######## block 1 ########
### Clock network drawn from the DEF, block 1

Bar = 50 um.
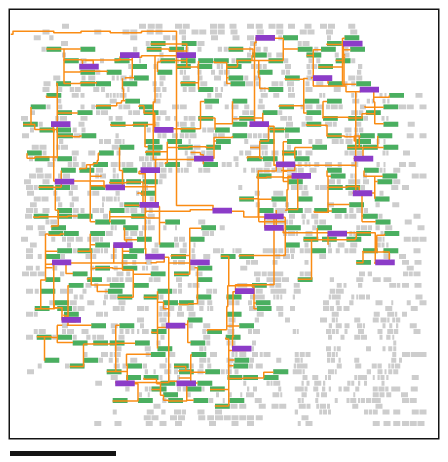

--- src/rtl/gpio_bank_pkg.sv ---
// ---------------------------------------------------------------------------
// gpio_bank_pkg
//   Shared definitions for the memory-mapped GPIO bank: register offsets
//   relative to BASE_ADDR, the register-select enum used by the decoder and
//   the size of the register window.
// ---------------------------------------------------------------------------
package gpio_bank_pkg;

  // Register offsets from BASE_ADDR.
  localparam logic [2:0] OFF_OUT   = 3'd0;
  localparam logic [2:0] OFF_DIR   = 3'd1;
  localparam logic [2:0] OFF_IN    = 3'd2;
  localparam logic [2:0] OFF_IEN   = 3'd3;
  localparam logic [2:0] OFF_ISTAT = 3'd4;

  // Number of registers in the window; offsets 0..NUM_REGS-1 are hits.
  localparam int unsigned NUM_REGS = 5;

  typedef enum logic [2:0] {
    REG_OUT   = OFF_OUT,
    REG_DIR   = OFF_DIR,
    REG_IN    = OFF_IN,
    REG_IEN   = OFF_IEN,
    REG_ISTAT = OFF_ISTAT
  } reg_sel_e;

endpackage : gpio_bank_pkg

--- src/rtl/gpio_bank_if.sv ---
// ---------------------------------------------------------------------------
// gpio_bank_if
//   CPU-side a/d bus of the GPIO bank.
//   a        : bus address            (master -> slave)
//   d        : write data             (master -> slave)
//   we       : write strobe           (master -> slave)
//   re       : read strobe            (master -> slave)
//   rd_data  : registered read data   (slave -> master)
//   rd_valid : one-cycle read pulse   (slave -> master)
// ---------------------------------------------------------------------------
interface gpio_bank_if #(
  parameter int DATA_W = 32,
  parameter int ADDR_W = 32
);
  logic [ADDR_W-1:0] a;
  logic [DATA_W-1:0] d;
  logic              we;
  logic              re;
  logic [DATA_W-1:0] rd_data;
  logic              rd_valid;

  modport master (output a, d, we, re, input  rd_data, rd_valid);
  modport slave  (input  a, d, we, re, output rd_data, rd_valid);
endinterface : gpio_bank_if

--- src/rtl/gpio_sync_edge.sv ---
// ---------------------------------------------------------------------------
// gpio_sync_edge
//   Two-flop synchroniser for asynchronous pin levels followed by a one-flop
//   history register for rising-edge detection.
//   CLK    : system clock
//   RST    : synchronous active-high reset (all stages cleared)
//   pin_i  : asynchronous pin levels
//   sync_o : synchronised levels (second stage)
//   rise_o : one-cycle pulse per bit on a synchronised 0->1 transition
// ---------------------------------------------------------------------------
module gpio_sync_edge #(
  parameter int DATA_W = 32
) (
  input  logic              CLK,
  input  logic              RST,
  input  logic [DATA_W-1:0] pin_i,
  output logic [DATA_W-1:0] sync_o,
  output logic [DATA_W-1:0] rise_o
);

  logic [DATA_W-1:0] sync1_q;
  logic [DATA_W-1:0] sync2_q;
  logic [DATA_W-1:0] prev_q;

  // NOTE: sequential state uses non-blocking assignments so every flop
  // samples the pre-edge value of its neighbour; blocking here would collapse
  // the three stages into one.
  always_ff @(posedge CLK) begin
    if (RST) begin
      sync1_q <= '0;
      sync2_q <= '0;
      prev_q  <= '0;
    end else begin
      sync1_q <= pin_i;
      sync2_q <= sync1_q;
      prev_q  <= sync2_q;
    end
  end

  assign sync_o = sync2_q;
  // A pin held high through reset shows up as a rising edge, because the
  // history register restarts from 0.
  assign rise_o = sync2_q & ~prev_q;

endmodule : gpio_sync_edge

--- src/rtl/gpio_bank.sv ---
// ---------------------------------------------------------------------------
// gpio_bank
//   Memory-mapped GPIO bank decoded at BASE_ADDR..BASE_ADDR+4 on the CPU a/d
//   bus. Registers: OUT (R/W), DIR (R/W), IN (RO, synchronised pins),
//   IRQ_EN (R/W), IRQ_STAT (R/W1C, set by rising pin edges).
//   CLK    : system clock, all logic on rising edge
//   RST    : synchronous active-high reset
//   bus    : slave side of the CPU bus (a, d, we, re, rd_data, rd_valid)
//   pin_in : asynchronous external pin levels
//   out    : OUT register, driven to the pins
//   oe     : DIR register, 1 = pin driven by out
//   irq    : level interrupt, |(IRQ_STAT & IRQ_EN)
// ---------------------------------------------------------------------------
module gpio_bank
  import gpio_bank_pkg::*;
#(
  parameter int                DATA_W    = 32,
  parameter int                ADDR_W    = 32,
  parameter logic [ADDR_W-1:0] BASE_ADDR = 'hABCD,
  parameter int                LEGACY    = 0
) (
  input  logic              CLK,
  input  logic              RST,
  gpio_bank_if.slave        bus,
  input  logic [DATA_W-1:0] pin_in,
  output logic [DATA_W-1:0] out,
  output logic [DATA_W-1:0] oe,
  output logic              irq
);

  // -------------------------------------------------------------------------
  // Input synchroniser and edge detector
  // -------------------------------------------------------------------------
  logic [DATA_W-1:0] pin_sync;
  logic [DATA_W-1:0] pin_rise;

  gpio_sync_edge #(.DATA_W(DATA_W)) u_sync_edge (
    .CLK    (CLK),
    .RST    (RST),
    .pin_i  (pin_in),
    .sync_o (pin_sync),
    .rise_o (pin_rise)
  );

  // -------------------------------------------------------------------------
  // Address decode
  // -------------------------------------------------------------------------
  logic [ADDR_W-1:0] offset;
  logic              hit;
  reg_sel_e          sel;

  // The subtraction may wrap for a < BASE_ADDR, so the explicit compare
  // keeps addresses below the window from aliasing into it.
  assign offset = bus.a - BASE_ADDR;
  assign hit    = (bus.a >= BASE_ADDR) && (offset < ADDR_W'(NUM_REGS));
  assign sel    = reg_sel_e'(offset[2:0]);

  logic wr_out, wr_dir, wr_ien, wr_istat;

  // In legacy mode any hit on OUT writes it, mimicking the old latch that
  // had no write strobe.
  assign wr_out   = hit && (sel == REG_OUT) && (bus.we || (LEGACY != 0));
  assign wr_dir   = hit && (sel == REG_DIR)   && bus.we;
  assign wr_ien   = hit && (sel == REG_IEN)   && bus.we;
  assign wr_istat = hit && (sel == REG_ISTAT) && bus.we;

  // -------------------------------------------------------------------------
  // Registers
  // -------------------------------------------------------------------------
  logic [DATA_W-1:0] out_q,     out_d;
  logic [DATA_W-1:0] dir_q,     dir_d;
  logic [DATA_W-1:0] ien_q,     ien_d;
  logic [DATA_W-1:0] istat_q,   istat_d;
  logic [DATA_W-1:0] rd_data_q, rd_data_d;
  logic              rd_valid_q, rd_valid_d;
  logic [DATA_W-1:0] rd_mux;

  // Read mux sees the pre-edge register values, so a read and a write to
  // the same register in one cycle returns the old contents.
  always_comb begin
    // NOTE: every combinational output gets a default before the case so no
    // path leaves it unassigned, which would otherwise infer a latch.
    rd_mux = '0;
    case (sel)
      REG_OUT:   rd_mux = out_q;
      REG_DIR:   rd_mux = dir_q;
      REG_IN:    rd_mux = pin_sync;
      REG_IEN:   rd_mux = ien_q;
      REG_ISTAT: rd_mux = istat_q;
      default:   rd_mux = '0;
    endcase
  end

  always_comb begin
    out_d      = out_q;
    dir_d      = dir_q;
    ien_d      = ien_q;
    istat_d    = istat_q;
    rd_data_d  = rd_data_q;
    rd_valid_d = bus.re;

    if (wr_out) out_d = bus.d;
    if (wr_dir) dir_d = bus.d;
    if (wr_ien) ien_d = bus.d;
    if (wr_istat) istat_d = istat_q & ~bus.d;
    // Applied after the clear so a fresh edge wins over a same-cycle W1C.
    istat_d = istat_d | pin_rise;

    // Misses still complete the read, returning zero.
    if (bus.re) rd_data_d = hit ? rd_mux : '0;
  end

  always_ff @(posedge CLK) begin
    if (RST) begin
      out_q      <= '0;
      dir_q      <= '0;
      ien_q      <= '0;
      istat_q    <= '0;
      rd_data_q  <= '0;
      rd_valid_q <= 1'b0;
    end else begin
      out_q      <= out_d;
      dir_q      <= dir_d;
      ien_q      <= ien_d;
      istat_q    <= istat_d;
      rd_data_q  <= rd_data_d;
      rd_valid_q <= rd_valid_d;
    end
  end

  // -------------------------------------------------------------------------
  // Outputs
  // -------------------------------------------------------------------------
  assign out          = out_q;
  assign oe           = dir_q;
  assign irq          = |(istat_q & ien_q);
  assign bus.rd_data  = rd_data_q;
  assign bus.rd_valid = rd_valid_q;

endmodule : gpio_bank

--- src/flat_wrapper.sv ---
// flat-port wrapper written by rule: the top's interface ports become plain ports
module gpio_bank_flat import gpio_bank_pkg::*;
#(
  parameter int                DATA_W    = 32,
  parameter int                ADDR_W    = 32,
  parameter logic [ADDR_W-1:0] BASE_ADDR = 'hABCD,
  parameter int                LEGACY    = 0
)
  (CLK, RST, pin_in, out, oe, irq, bus_a, bus_d, bus_we, bus_re, bus_rd_data, bus_rd_valid);
  gpio_bank_if #(.DATA_W(DATA_W), .ADDR_W(ADDR_W)) bus_i ();
  input  logic CLK;
  input  logic RST;
  input  logic [DATA_W-1:0] pin_in;
  output logic [DATA_W-1:0] out;
  output logic [DATA_W-1:0] oe;
  output logic irq;
  input wire logic [$bits(bus_i.a)-1:0] bus_a;
  input wire logic [$bits(bus_i.d)-1:0] bus_d;
  input wire logic [$bits(bus_i.we)-1:0] bus_we;
  input wire logic [$bits(bus_i.re)-1:0] bus_re;
  output wire logic [$bits(bus_i.rd_data)-1:0] bus_rd_data;
  output wire logic [$bits(bus_i.rd_valid)-1:0] bus_rd_valid;
  assign bus_i.a = bus_a;
  assign bus_i.d = bus_d;
  assign bus_i.we = bus_we;
  assign bus_i.re = bus_re;
  assign bus_rd_data = bus_i.rd_data;
  assign bus_rd_valid = bus_i.rd_valid;
  gpio_bank #(.DATA_W(DATA_W), .ADDR_W(ADDR_W), .BASE_ADDR(BASE_ADDR), .LEGACY(LEGACY)) u_core (.CLK(CLK), .RST(RST), .bus(bus_i), .pin_in(pin_in), .out(out), .oe(oe), .irq(irq));
endmodule
--- config.mk ---
export PLATFORM = sky130hd
export DESIGN_NAME = gpio_bank_flat
export DESIGN_NICKNAME = d
export VERILOG_FILES = /design/src/rtl/gpio_bank_pkg.sv /design/src/rtl/gpio_bank_if.sv /design/src/rtl/gpio_sync_edge.sv /design/src/rtl/gpio_bank.sv /design/src/flat_wrapper.sv
export SDC_FILE = /design/constraint.sdc
export NUM_CORES = 1
export LEC_CHECK = 0
export CAP_MARGIN = 20
export CORE_MARGIN = 5
export CORE_UTILIZATION = 30
export CTS_CLUSTER_DIAMETER = 50
export CTS_CLUSTER_SIZE = 40
export DETAILED_ROUTE_END_ITERATION = 8
export PLACE_DENSITY_LB_ADDON = 0.15
export SYNTH_ARGS = -nofsm -noshare
export SYNTH_HDL_FRONTEND = slang
export SYNTH_SLANG_ARGS = --single-unit
--- constraint.sdc ---
create_clock -name CLK -period 4.95 [get_ports CLK]
set_input_delay 0.7425 -clock CLK [delete_from_list [all_inputs] [get_ports CLK]]
set_output_delay 0.7425 -clock CLK [all_outputs]
set_load 0.03 [all_outputs]
######## block 2 ########
$ cat config.mk
export PLATFORM = sky130hd
export DESIGN_NAME = addr_decoder_multi
export DESIGN_NICKNAME = d
export VERILOG_FILES = /design/src/rtl/addr_decoder_multi.sv
export SDC_FILE = /design/constraint.sdc
export NUM_CORES = 1
export LEC_CHECK = 0
export ABC_AREA = 1
export CAP_MARGIN = 20
export CORE_ASPECT_RATIO = 2
export CORE_MARGIN = 10
export CORE_UTILIZATION = 53
export CTS_CLUSTER_DIAMETER = 60
export DETAILED_ROUTE_END_ITERATION = 10
export GPL_TIMING_DRIVEN = 0
export PLACE_DENSITY = 0.86
export SYNTH_ARGS = -nofsm -noshare
export SYNTH_HDL_FRONTEND = slang
export SYNTH_SLANG_ARGS = --single-unit
$ cat constraint.sdc
create_clock -name CLK -period 2.13 [get_ports CLK]
set_clock_uncertainty 0.15 [all_clocks]
set_input_delay 0.3195 -clock CLK [delete_from_list [all_inputs] [get_ports CLK]]
set_output_delay 0.3195 -clock CLK [all_outputs]
set_load 0.05 [all_outputs]
$ cat src/rtl/addr_decoder_multi.sv
// rtl/addr_decoder_multi.sv - multi-region address decoder with per-region wait states and registered one-hot chip select
// Optional miss counter is built when ADDR_DECODER_MISS_CNT_EN is defined.
module addr_decoder_multi #(
  parameter int N_REGIONS = 4,
  parameter int ADDR_W    = 32,
  parameter int WAIT_W    = 3
) (
  input  logic                         CLK,
  input  logic                         RST,
  input  logic                         REQ,
  input  logic [ADDR_W-1:0]            ADDR,
  input  logic                         CFG_WE,
  input  logic [$clog2(N_REGIONS)-1:0] CFG_IDX,
  input  logic [ADDR_W-1:0]            CFG_BASE,
  input  logic [ADDR_W-1:0]            CFG_LIMIT,
  input  logic [WAIT_W-1:0]            CFG_WAIT,
  output logic [N_REGIONS-1:0]         CS,
  output logic                         ACK,
  output logic                         ERR,
  output logic                         BUSY,
  output logic [15:0]                  MISS_CNT
);

  localparam int IDX_W = $clog2(N_REGIONS);

  typedef enum logic [1:0] {S_IDLE, S_WAIT, S_ACKS, S_ERRS} state_e;

  state_e                 state_q, state_d;
  logic [WAIT_W-1:0]      cnt_q, cnt_d;
  logic [N_REGIONS-1:0]   cs_q, cs_d;

  logic [ADDR_W-1:0]      base_q  [N_REGIONS];
  logic [ADDR_W-1:0]      base_d  [N_REGIONS];
  logic [ADDR_W-1:0]      limit_q [N_REGIONS];
  logic [ADDR_W-1:0]      limit_d [N_REGIONS];
  logic [WAIT_W-1:0]      wait_q  [N_REGIONS];
  logic [WAIT_W-1:0]      wait_d  [N_REGIONS];

  logic                   hit;
  logic [IDX_W-1:0]       hit_idx;
  logic [WAIT_W-1:0]      hit_wait;

  // Descending scan so the lowest matching index is the one left standing.
  always_comb begin
    hit      = 1'b0;
    hit_idx  = '0;
    hit_wait = '0;
    for (int i = N_REGIONS - 1; i >= 0; i--) begin
      if ((base_q[i] <= ADDR) && (ADDR <= limit_q[i])) begin
        hit      = 1'b1;
        hit_idx  = IDX_W'(i);
        hit_wait = wait_q[i];
      end
    end
  end

  // An index with no matching entry simply writes nothing.
  always_comb begin
    for (int i = 0; i < N_REGIONS; i++) begin
      base_d[i]  = base_q[i];
      limit_d[i] = limit_q[i];
      wait_d[i]  = wait_q[i];
      if (CFG_WE && (CFG_IDX == IDX_W'(i))) begin
        base_d[i]  = CFG_BASE;
        limit_d[i] = CFG_LIMIT;
        wait_d[i]  = CFG_WAIT;
      end
    end
  end

  always_ff @(posedge CLK or negedge RST) begin
    if (!RST) begin
      for (int i = 0; i < N_REGIONS; i++) begin
        wait_q[i] <= '0;
        if (i == 0) begin
          base_q[i]  <= ADDR_W'(32'h0000_4AF0);
          limit_q[i] <= ADDR_W'(32'h0000_4B0F);
        end else if (i == 1) begin
          base_q[i]  <= ADDR_W'(32'h0000_4EF0);
          limit_q[i] <= ADDR_W'(32'h0000_4F0F);
        end else begin
          base_q[i]  <= '1;
          limit_q[i] <= '0;
        end
      end
    end else begin
      for (int i = 0; i < N_REGIONS; i++) begin
        base_q[i]  <= base_d[i];
        limit_q[i] <= limit_d[i];
        wait_q[i]  <= wait_d[i];
      end
    end
  end

  always_comb begin
    state_d = state_q;
    cnt_d   = cnt_q;
    cs_d    = cs_q;
    case (state_q)
      S_IDLE: begin
        if (REQ) begin
          if (hit) begin
            cs_d    = N_REGIONS'(1) << hit_idx;
            cnt_d   = hit_wait;
            state_d = (hit_wait != '0) ? S_WAIT : S_ACKS;
          end else begin
            state_d = S_ERRS;
          end
        end
      end
      S_WAIT: begin
        cnt_d = cnt_q - WAIT_W'(1);
        if (cnt_q <= WAIT_W'(1)) begin
          state_d = S_ACKS;
        end
      end
      S_ACKS: begin
        cs_d    = '0;
        state_d = S_IDLE;
      end
      S_ERRS: begin
        state_d = S_IDLE;
      end
      default: begin
        cs_d    = '0;
        cnt_d   = '0;
        state_d = S_IDLE;
      end
    endcase
  end

  always_ff @(posedge CLK or negedge RST) begin
    if (!RST) begin
      state_q <= S_IDLE;
      cnt_q   <= '0;
      cs_q    <= '0;
    end else begin
      state_q <= state_d;
      cnt_q   <= cnt_d;
      cs_q    <= cs_d;
    end
  end

  assign CS   = cs_q;
  assign ACK  = (state_q == S_ACKS);
  assign ERR  = (state_q == S_ERRS);
  assign BUSY = (state_q != S_IDLE);

`ifdef ADDR_DECODER_MISS_CNT_EN
  logic [15:0] miss_q, miss_d;

  always_comb begin
    miss_d = miss_q;
    if ((state_q == S_IDLE) && REQ && !hit && (miss_q != 16'hFFFF)) begin
      miss_d = miss_q + 16'd1;
    end
  end

  always_ff @(posedge CLK or negedge RST) begin
    if (!RST) begin
      miss_q <= '0;
    end else begin
      miss_q <= miss_d;
    end
  end

  assign MISS_CNT = miss_q;
`else
  assign MISS_CNT = '0;
`endif

endmodule

######## block 3 ########
## config.mk

```make
export PLATFORM = sky130hd
export DESIGN_NAME = sonar_altitude
export DESIGN_NICKNAME = d
export VERILOG_FILES = /design/src/rtl/sonar_altitude_pkg.sv /design/src/rtl/sonar_median3.sv /design/src/rtl/sonar_altitude.sv
export SDC_FILE = /design/constraint.sdc
export NUM_CORES = 1
export LEC_CHECK = 0
export ABC_AREA = 0
export ABC_CLOCK_PERIOD_IN_PS = 5900
export CORE_UTILIZATION = 52
export CTS_CLUSTER_SIZE = 10
export DETAILED_ROUTE_END_ITERATION = 10
export PLACE_DENSITY = 0.72
export RECOVER_POWER = 100
export SYNTH_ARGS = -nofsm -noshare
export SYNTH_HDL_FRONTEND = slang
export SYNTH_SLANG_ARGS = --single-unit
```

## constraint.sdc

```tcl
create_clock -name clk -period 5.9 [get_ports clk]
set_input_delay 0.885 -clock clk [delete_from_list [all_inputs] [get_ports clk]]
set_output_delay 0.885 -clock clk [all_outputs]
set_load 0.01 [all_outputs]
```

## src/rtl/sonar_altitude_pkg.sv

```systemverilog
// sonar_altitude_pkg: shared definitions for the sonar ranging front end.
// Holds the FSM encoding, counter widths and the echo-time to millimetre
// conversion (us * 11239 >> 16, about 0.1715 mm/us).
package sonar_altitude_pkg;

    typedef enum logic [2:0] {
        ST_IDLE      = 3'd0,
        ST_TRIG      = 3'd1,
        ST_WAIT_ECHO = 3'd2,
        ST_MEASURE   = 3'd3,
        ST_CONVERT   = 3'd4,
        ST_EMIT      = 3'd5
    } state_t;

    localparam int DATA_W      = 16;  // altitude sample width
    localparam int PERIOD_W    = 16;  // trigger period counter width
    localparam int US_W        = 15;  // microsecond counter width
    localparam int SCALE_W     = 14;  // width of the scale constant
    localparam int SCALE_SHIFT = 16;
    localparam int MM_W        = US_W + SCALE_W - SCALE_SHIFT;

    localparam logic [SCALE_W-1:0] MM_SCALE = 14'd11239;

    // Echo width in us to distance in mm, clamped to max_mm.
    function automatic logic [DATA_W-1:0] us_to_mm(input logic [US_W-1:0] us,
                                                   input int max_mm);
        logic [US_W+SCALE_W-1:0] prod;
        logic [MM_W-1:0]         mm;
        prod = {{SCALE_W{1'b0}}, us} * {{US_W{1'b0}}, MM_SCALE};
        mm   = MM_W'(prod >> SCALE_SHIFT);
        if (DATA_W'(mm) > DATA_W'(max_mm))
            return DATA_W'(max_mm);
        return DATA_W'(mm);
    endfunction

endpackage

```

## src/rtl/sonar_median3.sv

```systemverilog
// sonar_median3: median-of-3 spike filter for altitude samples.
// Built only when SONAR_MEDIAN_EN is defined. The incoming sample is the
// newest of the three taps; two registers hold the older ones. The median
// is registered, adding one cycle to the strobe path. History resets to 0.
`ifdef SONAR_MEDIAN_EN
module sonar_median3
    import sonar_altitude_pkg::*;
(
    input  logic              clk,
    input  logic              reset,
    input  logic              in_valid,
    input  logic [DATA_W-1:0] in_data,
    output logic              out_valid,
    output logic [DATA_W-1:0] out_data
);

    logic [DATA_W-1:0] hist0, hist1;
    logic [DATA_W-1:0] med;

    // Comparator network selecting the middle of the three taps
    always_comb begin
        med = in_data;
        if (in_data > hist0) begin
            if (hist0 > hist1)        med = hist0;
            else if (in_data > hist1) med = hist1;
            else                      med = in_data;
        end else begin
            if (in_data > hist1)      med = in_data;
            else if (hist0 > hist1)   med = hist1;
            else                      med = hist0;
        end
    end

    // Shift the history and register the median on each new sample
    always_ff @(posedge clk or posedge reset) begin
        if (reset) begin
            hist0     <= '0;
            hist1     <= '0;
            out_valid <= 1'b0;
            out_data  <= '0;
        end else begin
            out_valid <= in_valid;
            if (in_valid) begin
                hist1    <= hist0;
                hist0    <= in_data;
                out_data <= med;
            end
        end
    end

endmodule
`endif

```

## src/rtl/sonar_altitude.sv

```systemverilog
// sonar_altitude: HC-SR04 style ranging front end. Fires a periodic trigger,
// times the echo at 1 us resolution, converts to mm, clamps to MAX_ALT_MM and
// emits a one-cycle valid strobe (with a timeout flag for substitute samples).
// Optional feature macro: SONAR_MEDIAN_EN adds a median-of-3 filter on the
// output path (one extra cycle of latency).
module sonar_altitude
    import sonar_altitude_pkg::*;
#(
    parameter int CLK_FREQ_HZ  = 12_000_000,
    parameter int TRIG_US      = 10,
    parameter int PERIOD_US    = 60000,
    parameter int ECHO_WAIT_US = 5000,
    parameter int ECHO_MAX_US  = 30000,
    parameter int MAX_ALT_MM   = 5000
) (
    input  logic               clk,
    input  logic               reset,
    input  logic               echo,
    output logic               trigger,
    output logic signed [15:0] source_data,
    output logic               source_data_valid,
    output logic               source_timeout
);

    localparam int DIV = CLK_FREQ_HZ / 1_000_000;
    localparam int PW  = (DIV > 1) ? $clog2(DIV) : 1;

    logic                echo_s1, echo_s2, echo_d;
    logic                echo_rise, echo_fall;
    logic [PW-1:0]       presc;
    logic                tick;
    logic                enter_trig;
    logic                started;
    logic [PERIOD_W-1:0] period_cnt;
    logic [US_W-1:0]     us_cnt;
    state_t              state;
    logic [DATA_W-1:0]   sample;
    logic                sample_to;
    logic                emit_valid;
    logic [DATA_W-1:0]   emit_data;
    logic                emit_to;

    // Two-flop synchronizer plus a delayed copy for edge detection
    always_ff @(posedge clk or posedge reset) begin
        if (reset) begin
            echo_s1 <= 1'b0;
            echo_s2 <= 1'b0;
            echo_d  <= 1'b0;
        end else begin
            echo_s1 <= echo;
            echo_s2 <= echo_s1;
            echo_d  <= echo_s2;
        end
    end

    assign echo_rise = echo_s2 & ~echo_d;
    assign echo_fall = ~echo_s2 & echo_d;

    // First trigger fires on the first tick after reset, later ones once a
    // full period of ticks has elapsed since the previous TRIG entry.
    assign tick       = (presc == PW'(DIV - 1));
    assign enter_trig = (state == ST_IDLE) && tick &&
                        (!started || period_cnt >= PERIOD_W'(PERIOD_US - 1));

    // Microsecond prescaler, realigned at TRIG entry so trigger width is exact
    always_ff @(posedge clk or posedge reset) begin
        if (reset)           presc <= '0;
        else if (enter_trig) presc <= '0;
        else if (tick)       presc <= '0;
        else                 presc <= presc + PW'(1);
    end

    // Ticks elapsed since the last TRIG entry
    always_ff @(posedge clk or posedge reset) begin
        if (reset)           period_cnt <= '0;
        else if (enter_trig) period_cnt <= '0;
        else if (tick)       period_cnt <= period_cnt + PERIOD_W'(1);
    end

    // Ranging FSM with registered trigger and output strobe
    always_ff @(posedge clk or posedge reset) begin
        if (reset) begin
            state      <= ST_IDLE;
            started    <= 1'b0;
            us_cnt     <= '0;
            trigger    <= 1'b0;
            sample     <= '0;
            sample_to  <= 1'b0;
            emit_valid <= 1'b0;
            emit_data  <= '0;
            emit_to    <= 1'b0;
        end else begin
            emit_valid <= 1'b0;
            emit_to    <= 1'b0;
            case (state)
                ST_IDLE: begin
                    if (enter_trig) begin
                        state   <= ST_TRIG;
                        trigger <= 1'b1;
                        started <= 1'b1;
                        us_cnt  <= '0;
                    end
                end
                ST_TRIG: begin
                    if (tick) begin
                        if (us_cnt == US_W'(TRIG_US - 1)) begin
                            state   <= ST_WAIT_ECHO;
                            trigger <= 1'b0;
                            us_cnt  <= '0;
                        end else begin
                            us_cnt <= us_cnt + US_W'(1);
                        end
                    end
                end
                ST_WAIT_ECHO: begin
                    if (echo_rise) begin
                        state  <= ST_MEASURE;
                        us_cnt <= '0;
                    end else if (tick) begin
                        if (us_cnt == US_W'(ECHO_WAIT_US - 1)) begin
                            state     <= ST_EMIT;
                            sample    <= DATA_W'(MAX_ALT_MM);
                            sample_to <= 1'b1;
                        end else begin
                            us_cnt <= us_cnt + US_W'(1);
                        end
                    end
                end
                ST_MEASURE: begin
                    // Count the tick even in the fall cycle so the count
                    // equals the echo width in whole microseconds.
                    if (tick)
                        us_cnt <= us_cnt + US_W'(1);
                    if (echo_fall) begin
                        state <= ST_CONVERT;
                    end else if (tick && us_cnt == US_W'(ECHO_MAX_US - 1)) begin
                        state     <= ST_EMIT;
                        sample    <= DATA_W'(MAX_ALT_MM);
                        sample_to <= 1'b1;
                    end
                end
                ST_CONVERT: begin
                    sample    <= us_to_mm(us_cnt, MAX_ALT_MM);
                    sample_to <= 1'b0;
                    state     <= ST_EMIT;
                end
                ST_EMIT: begin
                    emit_valid <= 1'b1;
                    emit_data  <= sample;
                    emit_to    <= sample_to;
                    state      <= ST_IDLE;
                end
                default: state <= ST_IDLE;
            endcase
        end
    end

`ifdef SONAR_MEDIAN_EN
    logic [DATA_W-1:0] med_data;
    logic              med_valid;
    logic              to_d;

    // Timeout flag follows the newest sample, delayed to match the filter
    always_ff @(posedge clk or posedge reset) begin
        if (reset) to_d <= 1'b0;
        else       to_d <= emit_to;
    end

    sonar_median3 u_median (
        .clk       (clk),
        .reset     (reset),
        .in_valid  (emit_valid),
        .in_data   (emit_data),
        .out_valid (med_valid),
        .out_data  (med_data)
    );

    assign source_data       = $signed(med_data);
    assign source_data_valid = med_valid;
    assign source_timeout    = to_d;
`else
    assign source_data       = $signed(emit_data);
    assign source_data_valid = emit_valid;
    assign source_timeout    = emit_to;
`endif

endmodule

```

######## block 4 ########
--- src/rtl/gray_sobel_frame_sequencer.sv ---
// Frame sequencer in front of the grayscale/Sobel core: latches mode and
// geometry, feeds one core start strobe per accepted pixel, qualifies core
// results into a valid-tagged stream and reports frame done / errors.
//
// state  | meaning
// IDLE   | waiting for frame_start_i, config latched on the pulse
// LOAD   | one cycle, geometry checked against the mode
// STREAM | accepting input pixels, one core strobe per accept
// DRAIN  | input closed, collecting remaining outputs under a watchdog
// DONE   | one cycle, frame complete pulse
module gray_sobel_frame_sequencer #(
    parameter int MAX_PIXEL_BITS  = 24,
    parameter int PIXEL_WIDTH_OUT = 8,
    parameter int DIM_BITS        = 10,
    parameter int GRAY_LAT        = 1,
    parameter int TIMEOUT         = 1024
) (
    input  logic                      clk_i,
    input  logic                      reset_i,
    input  logic [1:0]                cfg_select_i,
    input  logic [DIM_BITS-1:0]       cfg_width_i,
    input  logic [DIM_BITS-1:0]       cfg_height_i,
    input  logic                      frame_start_i,
    input  logic                      in_valid_i,
    input  logic [MAX_PIXEL_BITS-1:0] in_pixel_i,
    output logic                      in_ready_o,
    output logic [1:0]                core_select_o,
    output logic                      core_start_o,
    output logic [MAX_PIXEL_BITS-1:0] core_pixel_o,
    input  logic [MAX_PIXEL_BITS-1:0] core_pixel_i,
    input  logic                      core_px_ready_i,
    output logic                      out_valid_o,
    output logic [MAX_PIXEL_BITS-1:0] out_pixel_o,
    output logic                      busy_o,
    output logic                      done_o,
    output logic                      err_o
);

    localparam int CW = 2 * DIM_BITS;
    localparam int TW = $clog2(TIMEOUT + 1);

    if (GRAY_LAT < 1 || GRAY_LAT > 7) begin : g_bad_lat
        $error("GRAY_LAT must be in 1..7");
    end
    if (PIXEL_WIDTH_OUT > MAX_PIXEL_BITS) begin : g_bad_width
        $error("PIXEL_WIDTH_OUT must not exceed MAX_PIXEL_BITS");
    end

    typedef enum logic [2:0] {
        S_IDLE, S_LOAD, S_STREAM, S_DRAIN, S_DONE
    } state_t;

    state_t                state, state_nxt;
    logic [1:0]            sel_q;
    logic [DIM_BITS-1:0]   width_q, height_q;
    logic [CW-1:0]         in_cnt, out_cnt;
    logic [CW-1:0]         n_in, n_out;
    logic [GRAY_LAT-1:0]   gray_sr;
    logic [TW-1:0]         tmo_cnt;
    logic                  sobel_mode, cfg_ok;
    logic                  accept, last_in, qual, take, frame_full;

    // Geometry derived from the latched config; Sobel loses a one-pixel border.
    assign sobel_mode = (sel_q == 2'b01) || (sel_q == 2'b10);
    assign cfg_ok     = sobel_mode ? (width_q >= DIM_BITS'(3) && height_q >= DIM_BITS'(3))
                                   : (width_q != '0 && height_q != '0);
    assign n_in       = CW'(width_q) * CW'(height_q);
    assign n_out      = sobel_mode ? CW'(width_q - DIM_BITS'(2)) * CW'(height_q - DIM_BITS'(2))
                                   : n_in;
    assign accept     = (state == S_STREAM) && in_valid_i;
    assign last_in    = (in_cnt == n_in - CW'(1));
    assign frame_full = (out_cnt == n_out);
    assign take       = qual && (state == S_STREAM || state == S_DRAIN) && (out_cnt < n_out);

    // Select which core-side event marks a valid result for the active mode.
    always_comb begin
        qual = 1'b0;
        case (sel_q)
            2'b00:   qual = gray_sr[GRAY_LAT-1];
            2'b11:   qual = gray_sr[0];
            default: qual = core_px_ready_i;
        endcase
    end

    // State register.
    always_ff @(posedge clk_i) begin
        if (reset_i) state <= S_IDLE;
        else         state <= state_nxt;
    end

    // Next-state logic.
    always_comb begin
        state_nxt = state;
        case (state)
            S_IDLE:   if (frame_start_i) state_nxt = S_LOAD;
            S_LOAD:   state_nxt = cfg_ok ? S_STREAM : S_IDLE;
            S_STREAM: if (accept && last_in) state_nxt = S_DRAIN;
            S_DRAIN: begin
                if (frame_full)          state_nxt = S_DONE;
                else if (tmo_cnt == '0)  state_nxt = S_IDLE;
            end
            S_DONE:   state_nxt = S_IDLE;
            default:  state_nxt = S_IDLE;
        endcase
    end

    // State-decoded outputs.
    always_comb begin
        in_ready_o    = (state == S_STREAM);
        busy_o        = (state != S_IDLE);
        done_o        = (state == S_DONE);
        core_select_o = (state == S_IDLE) ? 2'b00 : sel_q;
        err_o         = ((state == S_LOAD) && !cfg_ok) ||
                        ((state == S_DRAIN) && !frame_full && (tmo_cnt == '0));
    end

    // Config latch, core drive, result capture, counters and drain watchdog.
    always_ff @(posedge clk_i) begin
        if (reset_i) begin
            sel_q        <= '0;
            width_q      <= '0;
            height_q     <= '0;
            core_start_o <= 1'b0;
            core_pixel_o <= '0;
            gray_sr      <= '0;
            out_valid_o  <= 1'b0;
            out_pixel_o  <= '0;
            in_cnt       <= '0;
            out_cnt      <= '0;
            tmo_cnt      <= TW'(TIMEOUT);
        end else begin
            if (state == S_IDLE && frame_start_i) begin
                sel_q    <= cfg_select_i;
                width_q  <= cfg_width_i;
                height_q <= cfg_height_i;
            end

            core_start_o <= accept;
            if (accept) core_pixel_o <= in_pixel_i;

            gray_sr[0] <= core_start_o;
            for (int i = 1; i < GRAY_LAT; i++) gray_sr[i] <= gray_sr[i-1];

            out_valid_o <= take;
            if (take) out_pixel_o <= core_pixel_i;

            if (state == S_IDLE)  in_cnt <= '0;
            else if (accept)      in_cnt <= in_cnt + CW'(1);

            if (state == S_IDLE)  out_cnt <= '0;
            else if (take)        out_cnt <= out_cnt + CW'(1);

            // Watchdog restarts on every qualified output while draining.
            if (state != S_DRAIN || take) tmo_cnt <= TW'(TIMEOUT);
            else if (tmo_cnt != '0)       tmo_cnt <= tmo_cnt - TW'(1);
        end
    end

endmodule

--- config.mk ---
export PLATFORM = sky130hd
export DESIGN_NAME = gray_sobel_frame_sequencer
export DESIGN_NICKNAME = d
export VERILOG_FILES = /design/src/rtl/gray_sobel_frame_sequencer.sv
export SDC_FILE = /design/constraint.sdc
export NUM_CORES = 1
export LEC_CHECK = 0
export CORE_UTILIZATION = 35
export CTS_BUF_LIST = sky130_fd_sc_hd__clkbuf_2 sky130_fd_sc_hd__clkbuf_4 sky130_fd_sc_hd__clkbuf_8
export CTS_CLUSTER_DIAMETER = 100
export DETAILED_ROUTE_END_ITERATION = 10
export PLACE_DENSITY = 0.5
export SKIP_LAST_GASP = 1
export SYNTH_ARGS = -nofsm -noshare
export SYNTH_HDL_FRONTEND = slang
export SYNTH_SLANG_ARGS = --single-unit
--- constraint.sdc ---
create_clock -name clk_i -period 17.8 [get_ports clk_i]
set_input_delay 3.56 -clock clk_i [delete_from_list [all_inputs] [get_ports clk_i]]
set_output_delay 3.56 -clock clk_i [all_outputs]
set_load 0.05 [all_outputs]
### The clock network, block 3

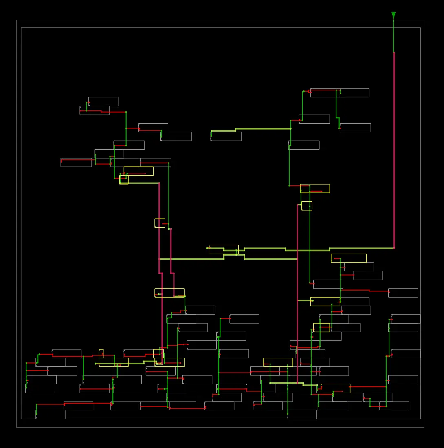
flip-flops: 72
clock skew: 0.0109 ns

==> qor.yml, block 3 <==
cts:
  cts_max_level: 3
  postCtsSetupBuffers: 7
setup_path:
  r2r-end: "sample[5]$_DFFE_PP0P_"
run:
  max-cap-violations: 1
routing:
  drt_iter0_drc: 393
  routed_via_density: 5.38
  first_pass_iters: 4
  final_antenna_net_count: 0
global_route:
  grt_pass1_vias: 6381
timing:
  finalSetupViolations: 10
  slew_violations: 73
  tightest_slew_ns: 3.88
  finalCritPeriodShare_pct: 102
  setup_ws_ns: -0.0930
die:
  die_h_um: 128
  core_area_um2: 15300
worst_hold_path:
  worstHoldEndpoint: "echo_s2$_DFF_PP0_"
status:
  outcome: "finished, violations left"
  violations: "capacitance limit, slew limit, setup timing"
cells_and_area:
  lay_top_count: "inv_1"
  reg.largest.list: "period_cnt (16), us_cnt (15)"
  layout_top_cells: "175 x inv_1, 115 x ha_1, 93 x buf_4, 91 x nand2_1, 89 x fa_1"
  area_growth_pct: 20.9
synth:
  top_area_cell: "fa_1"
## block 3: metal layers
| metal | vias to the layer above | global-route usage, % | wire length [um] |
|---|---|---|---|
| met5 | - | 0 | 0 |
| met4 | 0 | 10.0 | 709 |
| met3 | 49 | 3.60 | 981 |
| met1 | 3194 | 35.2 | 8550 |
| li1 | 3092 | - | - |
| met2 | 194 | 41.7 | 9860 |
## block 3: area by class of cell
| cell class | instances | area share (%) |
|---|---|---|
| Clock buffer | 11 | 2.45 |
| Clock inverter | 5 | 0.644 |
| Inverter | 185 | 7.01 |
| Multi-Input combinational cell | 609 | 59.3 |
| Sequential cell | 72 | 18.3 |
| Tap cell | 211 | 2.66 |
| Timing Repair Buffer | 121 | 9.69 |
## block 3: critical path, cell delays in order (launching register included)
cell      delay, ns
dfrtp_2        0.45
fa_1           0.55
inv_1          0.05
fa_1           0.51
inv_1          0.06
fa_1           0.49
fa_1           0.43
fa_1           0.51
inv_1          0.06
fa_1           0.50
inv_2          0.05
ha_4           0.28
and4_1         0.24
and3_4         0.22
a22oi_2        0.09
buf_6          0.16
o21ai_4        0.17
a21boi_1       0.12
xnor2_1        0.25
nand3_2        0.17
or2_4          0.28
a32o_1         0.26
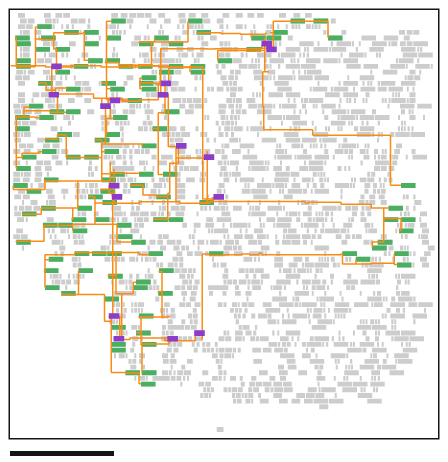
*Clock network drawn from the DEF, block 4*
Bar = 50 um.
clock-net drivers: shown in purple, count 17. clock wires: shown in orange, length 2,400 um. flip-flops: shown in green, count 127.
There are 18 routed clock nets.

==> qor.yml, block 4 <==
worst_hold_path:
  whs_path_depth: 2
  hp-class: "reg2reg"
synth:
  synth.top_cell.area_share_pct: 23.4
  syn_nets: 2103
  synth_seq_share_pct: 17.6
  avgSynthCellArea_um2: 8.33
  synth_adder_area_share_pct: 34.3
  synth_cells: 1734
cts:
  path_clk_slew_ns: 0.10
  cts_root_buf: "clkbuf_8"
cells_and_area:
  fillCellCount: 4157
  final_cell_count_no_fill: 2371
  register_area_um2: 2540
timing:
  tightest_slew_ns: 1.17
die:
  die_area_um2: 42100
  pin_count: 131
  tapCellCount: 532
global_route:
  use_met3_pct: 3.91
  grt_pass1_wl_um: 65300
  use_met2_pct: 30.9
routing:
  final_antenna_net_count: 0
  routedWlPerCell_um: 16.9
  wirelength_um: 40200
status:
  outcome: "complete, no violations"
setup_path:
  r2r_start: "width_q[1]$_SDFFE_PP0P_"
  cp_max_fo: 21
-- block 4: worst max-delay path, delay by kind of cell (launching register included) --
| family | cells | cell delay (ns) |
|---|---|---|
| AOI/OAI and AO/OA | 8 | 1.51 |
| buffers and inverters | 7 | 1.51 |
| DFF | 1 | 0.85 |
| adders and majority gates | 8 | 3.36 |
| xor gates and xnor gates | 1 | 0.55 |
| and+or+nand+nor | 8 | 1.48 |
-- block 4: state kept, by name, summed over array words and instances (netlist names) --
name and count:
core_pixel_o 24, in_cnt 20, gray_sr 1, width_q 10
out_valid_o 1, out_pixel_o 24, state 3, out_cnt 20
sel_q 2, core_start_o 1, tmo_cnt 11, height_q 10
-- block 4: cell usage after synthesis (12+ instances only) --
library cell and number:
nand4_1 12, a21o_1 20, nand3_1 29, nand2b_1 21, ha_1 125, a21oi_1 85
mux2i_1 34, o21ai_0 33, fa_1 169, clkbuf_1 65, xnor2_1 73, nor4_1 15
nor3_1 37, nand2_1 237, nor2_1 136, and2_1 62, dfxtp_1 127, or3_1 15
xor2_1 43, nor2b_1 20, inv_1 244
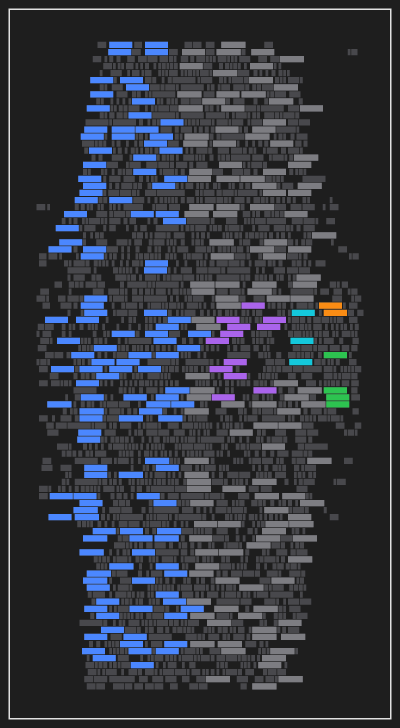
*Sequential cells grouped by signal name, block 2*
Other sequential cells in the stronger gray, the rest of the logic in the fainter gray.
cnt_q: shown in cyan, flops 3. limit_q: shown in blue, flops 128. wait_q: shown in purple, flops 12, where center. CS: shown in green, flops 4, where middle right. state_q: shown in orange, flops 2.

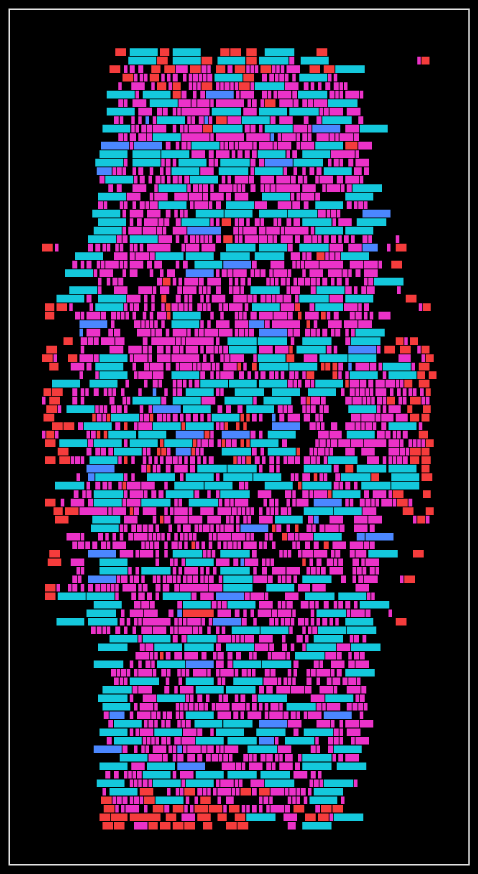
*Cell classes on the final placement, block 2*
clock drivers and dummy loads: shown in blue, cells 48. registers: shown in cyan, cells 277. remaining buffers and delay cells: shown in red, cells 197. remaining logic cells: shown in magenta, cells 1,705.
fin util: 63.5%
Design Area, Final: 20,100 um2
Seq/total area: 35.1%
FP Rows: 92
core area: 31,700 um2

==> qor.yml, block 2 <==
cells_and_area:
  dominant_cells: "multi-input combinational cells"
  register_area_um2: 7050
  drive_above_1_share_pct: 13.6
  nClkBuffers: 42
  num-nonclk-buffers: 197
  final_cell_count_no_fill: 2652
timing:
  setup_ws_ns: -0.682
  fin_crit_ns: 2.81
  finalCritPeriodShare_pct: 132
  hold_viol_final: 0
  slew_headroom_pct: 41.8
  finalSetupViolations: 9
synth:
  synthArstFlopShare_pct: 100
  synth_adder_area_share_pct: 19.0
  edf_count: 0
  yosysWarnings: 0
  mux_share_pct: 0
cts:
  cts_sinks: 277
  cts_hold_buf: 1
  ctsResizeCount: 69
die:
  die_h_um: 273
global_route:
  grt_pass1_vias: 16151
  grt-busiest-layer: "met2"
  met1_usage_pct: 23.8
  use_met2_pct: 46.0
  grt_pass1_wl_um: 80300
setup_path:
  r2r_start: "limit_q[89]$_DFFE_PN0P_"
  path_depth: 20
  critPathLaunch: "limit_q[89]$_DFFE_PN0P_"
  critical_path.startpoint_type: "register"
routing:
  final_antenna_net_count: 0
  highest_layer: "met4"
  wirelength_um: 51500
worst_hold_path:
  hp-class: "in2async"
run:
  openroad.warnings: 32
status:
  violations: "setup timing"
  outcome: "finished, violations left"
place:
  dp_hpwl_um: 39100
  io_buffers: 111
-- block 2: metrics by stage --
stage	utilization (%)	setup WS (ns)	hold slack [ns]
final	63.5	-0.682	0.106
after global routing	63.5	-0.760	0.163
after CTS	62.5	-0.520	0.139
after detailed placement	59.3	-1.52	0.121
after global placement	59.1	-10.73	0.314
after floorplan	-	-0.148	-0.126
-- block 2: cell usage after synthesis, types with 2 or more instances --
master,instances,share of area [%]
nor2_2,4,0.15
nand4_1,22,0.81
nor2_1,68,1.5
ha_1,258,19
dfstp_2,96,15
o211ai_1,3,0.13
inv_2,6,0.13
nor4_4,2,0.25
a21oi_2,2,0.10
o21ai_0,299,8.8
o21bai_1,3,0.13
nand3b_1,6,0.26
a21oi_1,130,3.8
buf_4,16,0.71
o21ai_1,4,0.12
dfrtp_1,181,27
o21a_1,10,0.44
nor3_1,8,0.24
nand2_2,17,0.63
buf_1,7,0.15
nand2_1,502,11
nor4_2,3,0.22
a21o_1,5,0.22
inv_1,286,6.3
nand2_4,8,0.53
nand3_1,32,0.94
nor2_4,3,0.20
clkbuf_1,49,1.1
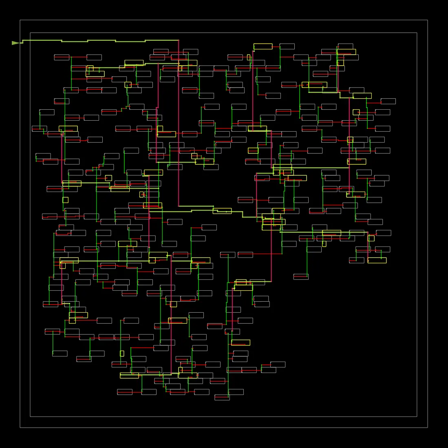
*The clock network, block 1*
clock skew: 0.0254 ns
Num CTS Buffers: 34
Clk Latency, worst-skew pair: 0.51 ns
clk sinks: 257

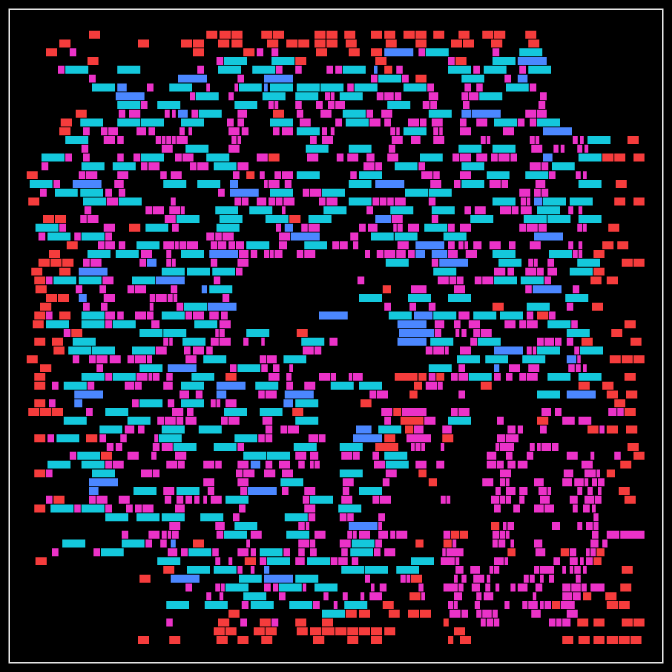
*Cell classes on the final placement, block 1*
remaining logic cells: shown in magenta, cells 806. clock drivers and dummy loads: shown in blue, cells 62. registers: shown in cyan, cells 257. remaining buffers and delay cells: shown in red, cells 223.
core area: 36,500 um2
Design Area, Final: 14,700 um2
Seq/total area: 35.1%
fin util: 40.1%
FP Rows: 70

About 'Clock network drawn from the DEF' of block 1:
clock-net drivers: shown in purple, count 34. clock wires: shown in orange, length 3,600 um. flip-flops: shown in green, count 257.
There are 35 routed clock nets. Position of the flops: all over the die.

==> qor.yml, block 1 <==
cells_and_area:
  inverters: 6
  fillCellCount: 3618
  antennaDiodeCount: 0
  clock_cell_area_share_pct: 7.57
  comb_area_um2: 5600
  area_growth_pct: 32.3
routing:
  wirelength_um: 38400
  via_count: 9097
  dr_wl_met2_um: 18300
  wl_met1_um: 17500
  highest_layer: "met4"
  final_antenna_net_count: 0
  routedWlPerCell_um: 21.2
cts:
  cts_hold_buf: 0
  postCtsSetupBuffers: 0
  path_clk_slew_ns: 0.06
  ctsResizeCount: 0
  clockBufferDepth: 3
  cts_root_buf: "clkbuf_16"
synth:
  synthTopCellsByCount: "257 x dfxtp_1, 164 x nand2b_1, 133 x nor2b_1"
  synth-xor-area-share_pct: 0.633
  ys.flop_type: "dfxtp_1"
  top_area_cell: "dfxtp_1"
  mux_share_pct: 11.6
  synth_cell_type_count: 62
  ys_chip_area_um2: 11100
  netlist_area_um2: 11100
setup_path:
  r2r-end: "u_core.bus.rd_data[11]$_SDFFE_PP0P_"
  r2r_start: "u_core.u_sync_edge.sync_o[11]$_SDFF_PP0_"
  arrival_ns: 4.75
  path_depth: 10
  cp_max_fo: 14
  crit_type: "in2reg"
place:
  io_buffers: 197
  routabilityCongestion: 0.842
die:
  fp.dieW_um: 202
  tapCellCount: 468
worst_hold_path:
  worstHoldStart: "u_core.u_sync_edge.sync1_q[6]$_SDFF_PP0_"
  whs_path_depth: 1
timing:
  finalSetupViolations: 0
  slew_headroom_pct: 34.9
  finalCritPeriodShare_pct: 88.5
  fin_hold_ws_ns: 0.433
run:
  max-cap-violations: 0
status:
  outcome: "complete, no violations"
global_route:
  grt_max_degree: 95
  grt_pass1_vias: 9231
  use_met2_pct: 30.6
  use_met3_pct: 3.32
-- block 1: layout by cell type, fill, tap and decap left out, types with 3 or more instances in the layout --
| cell type | n |
|---|---|
| buf_12 | 3 |
| nand3_1 | 17 |
| a211oi_1 | 4 |
| clkinv_2 | 4 |
| nor4_4 | 3 |
| o211ai_1 | 4 |
| nor3_1 | 9 |
| nor2b_1 | 132 |
| buf_4 | 23 |
| nor4_1 | 3 |
| inv_6 | 7 |
| o21ai_1 | 10 |
| inv_1 | 6 |
| o21a_1 | 3 |
| a311oi_1 | 32 |
| a21oi_1 | 9 |
| clkdlybuf4s50_1 | 194 |
| xnor2_1 | 6 |
| a222oi_1 | 31 |
| clkinv_4 | 5 |
| or4_1 | 4 |
| a22o_1 | 3 |
| o21ai_0 | 63 |
| nand2b_1 | 164 |
| nand4_1 | 11 |
| and4_1 | 4 |
| a2111oi_0 | 3 |
| clkinvlp_4 | 5 |
| nor2_1 | 10 |
| clkbuf_8 | 3 |
| mux2i_1 | 128 |
| a22oi_1 | 13 |
| nand2_1 | 81 |
| dfxtp_1 | 257 |
| clkbuf_16 | 34 |


==> layout pictures side by side <==
Gate families picked out.
shot_01.png
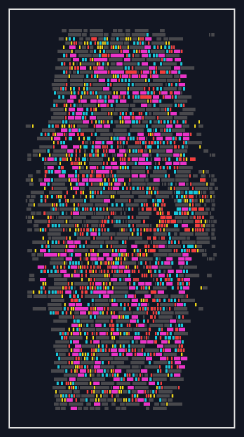
shot_02.png
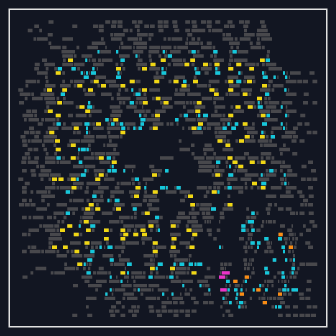
shot_03.png
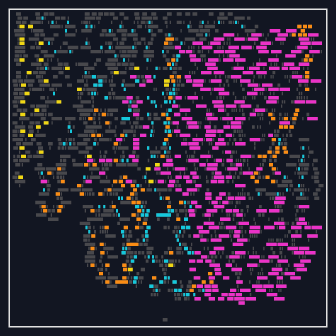
shot_04.png
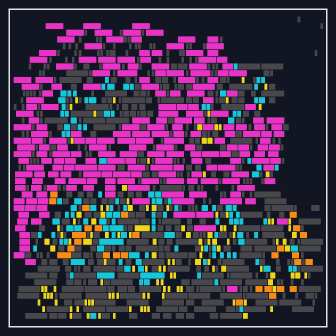
Block 2 is shot_01.png.
Block 3 is shot_04.png.
Block 4 is shot_03.png.
Block 1 is shot_02.png.
Of these, fewest cells: shot_04.png

Key to shot_03.png:
aoi and oai cells: shown in cyan, cells 167. mux cells: shown in yellow, cells 35. xor and xnor cells: shown in orange, cells 119, where all over the die. fa/ha/maj cells: shown in magenta, cells 295.

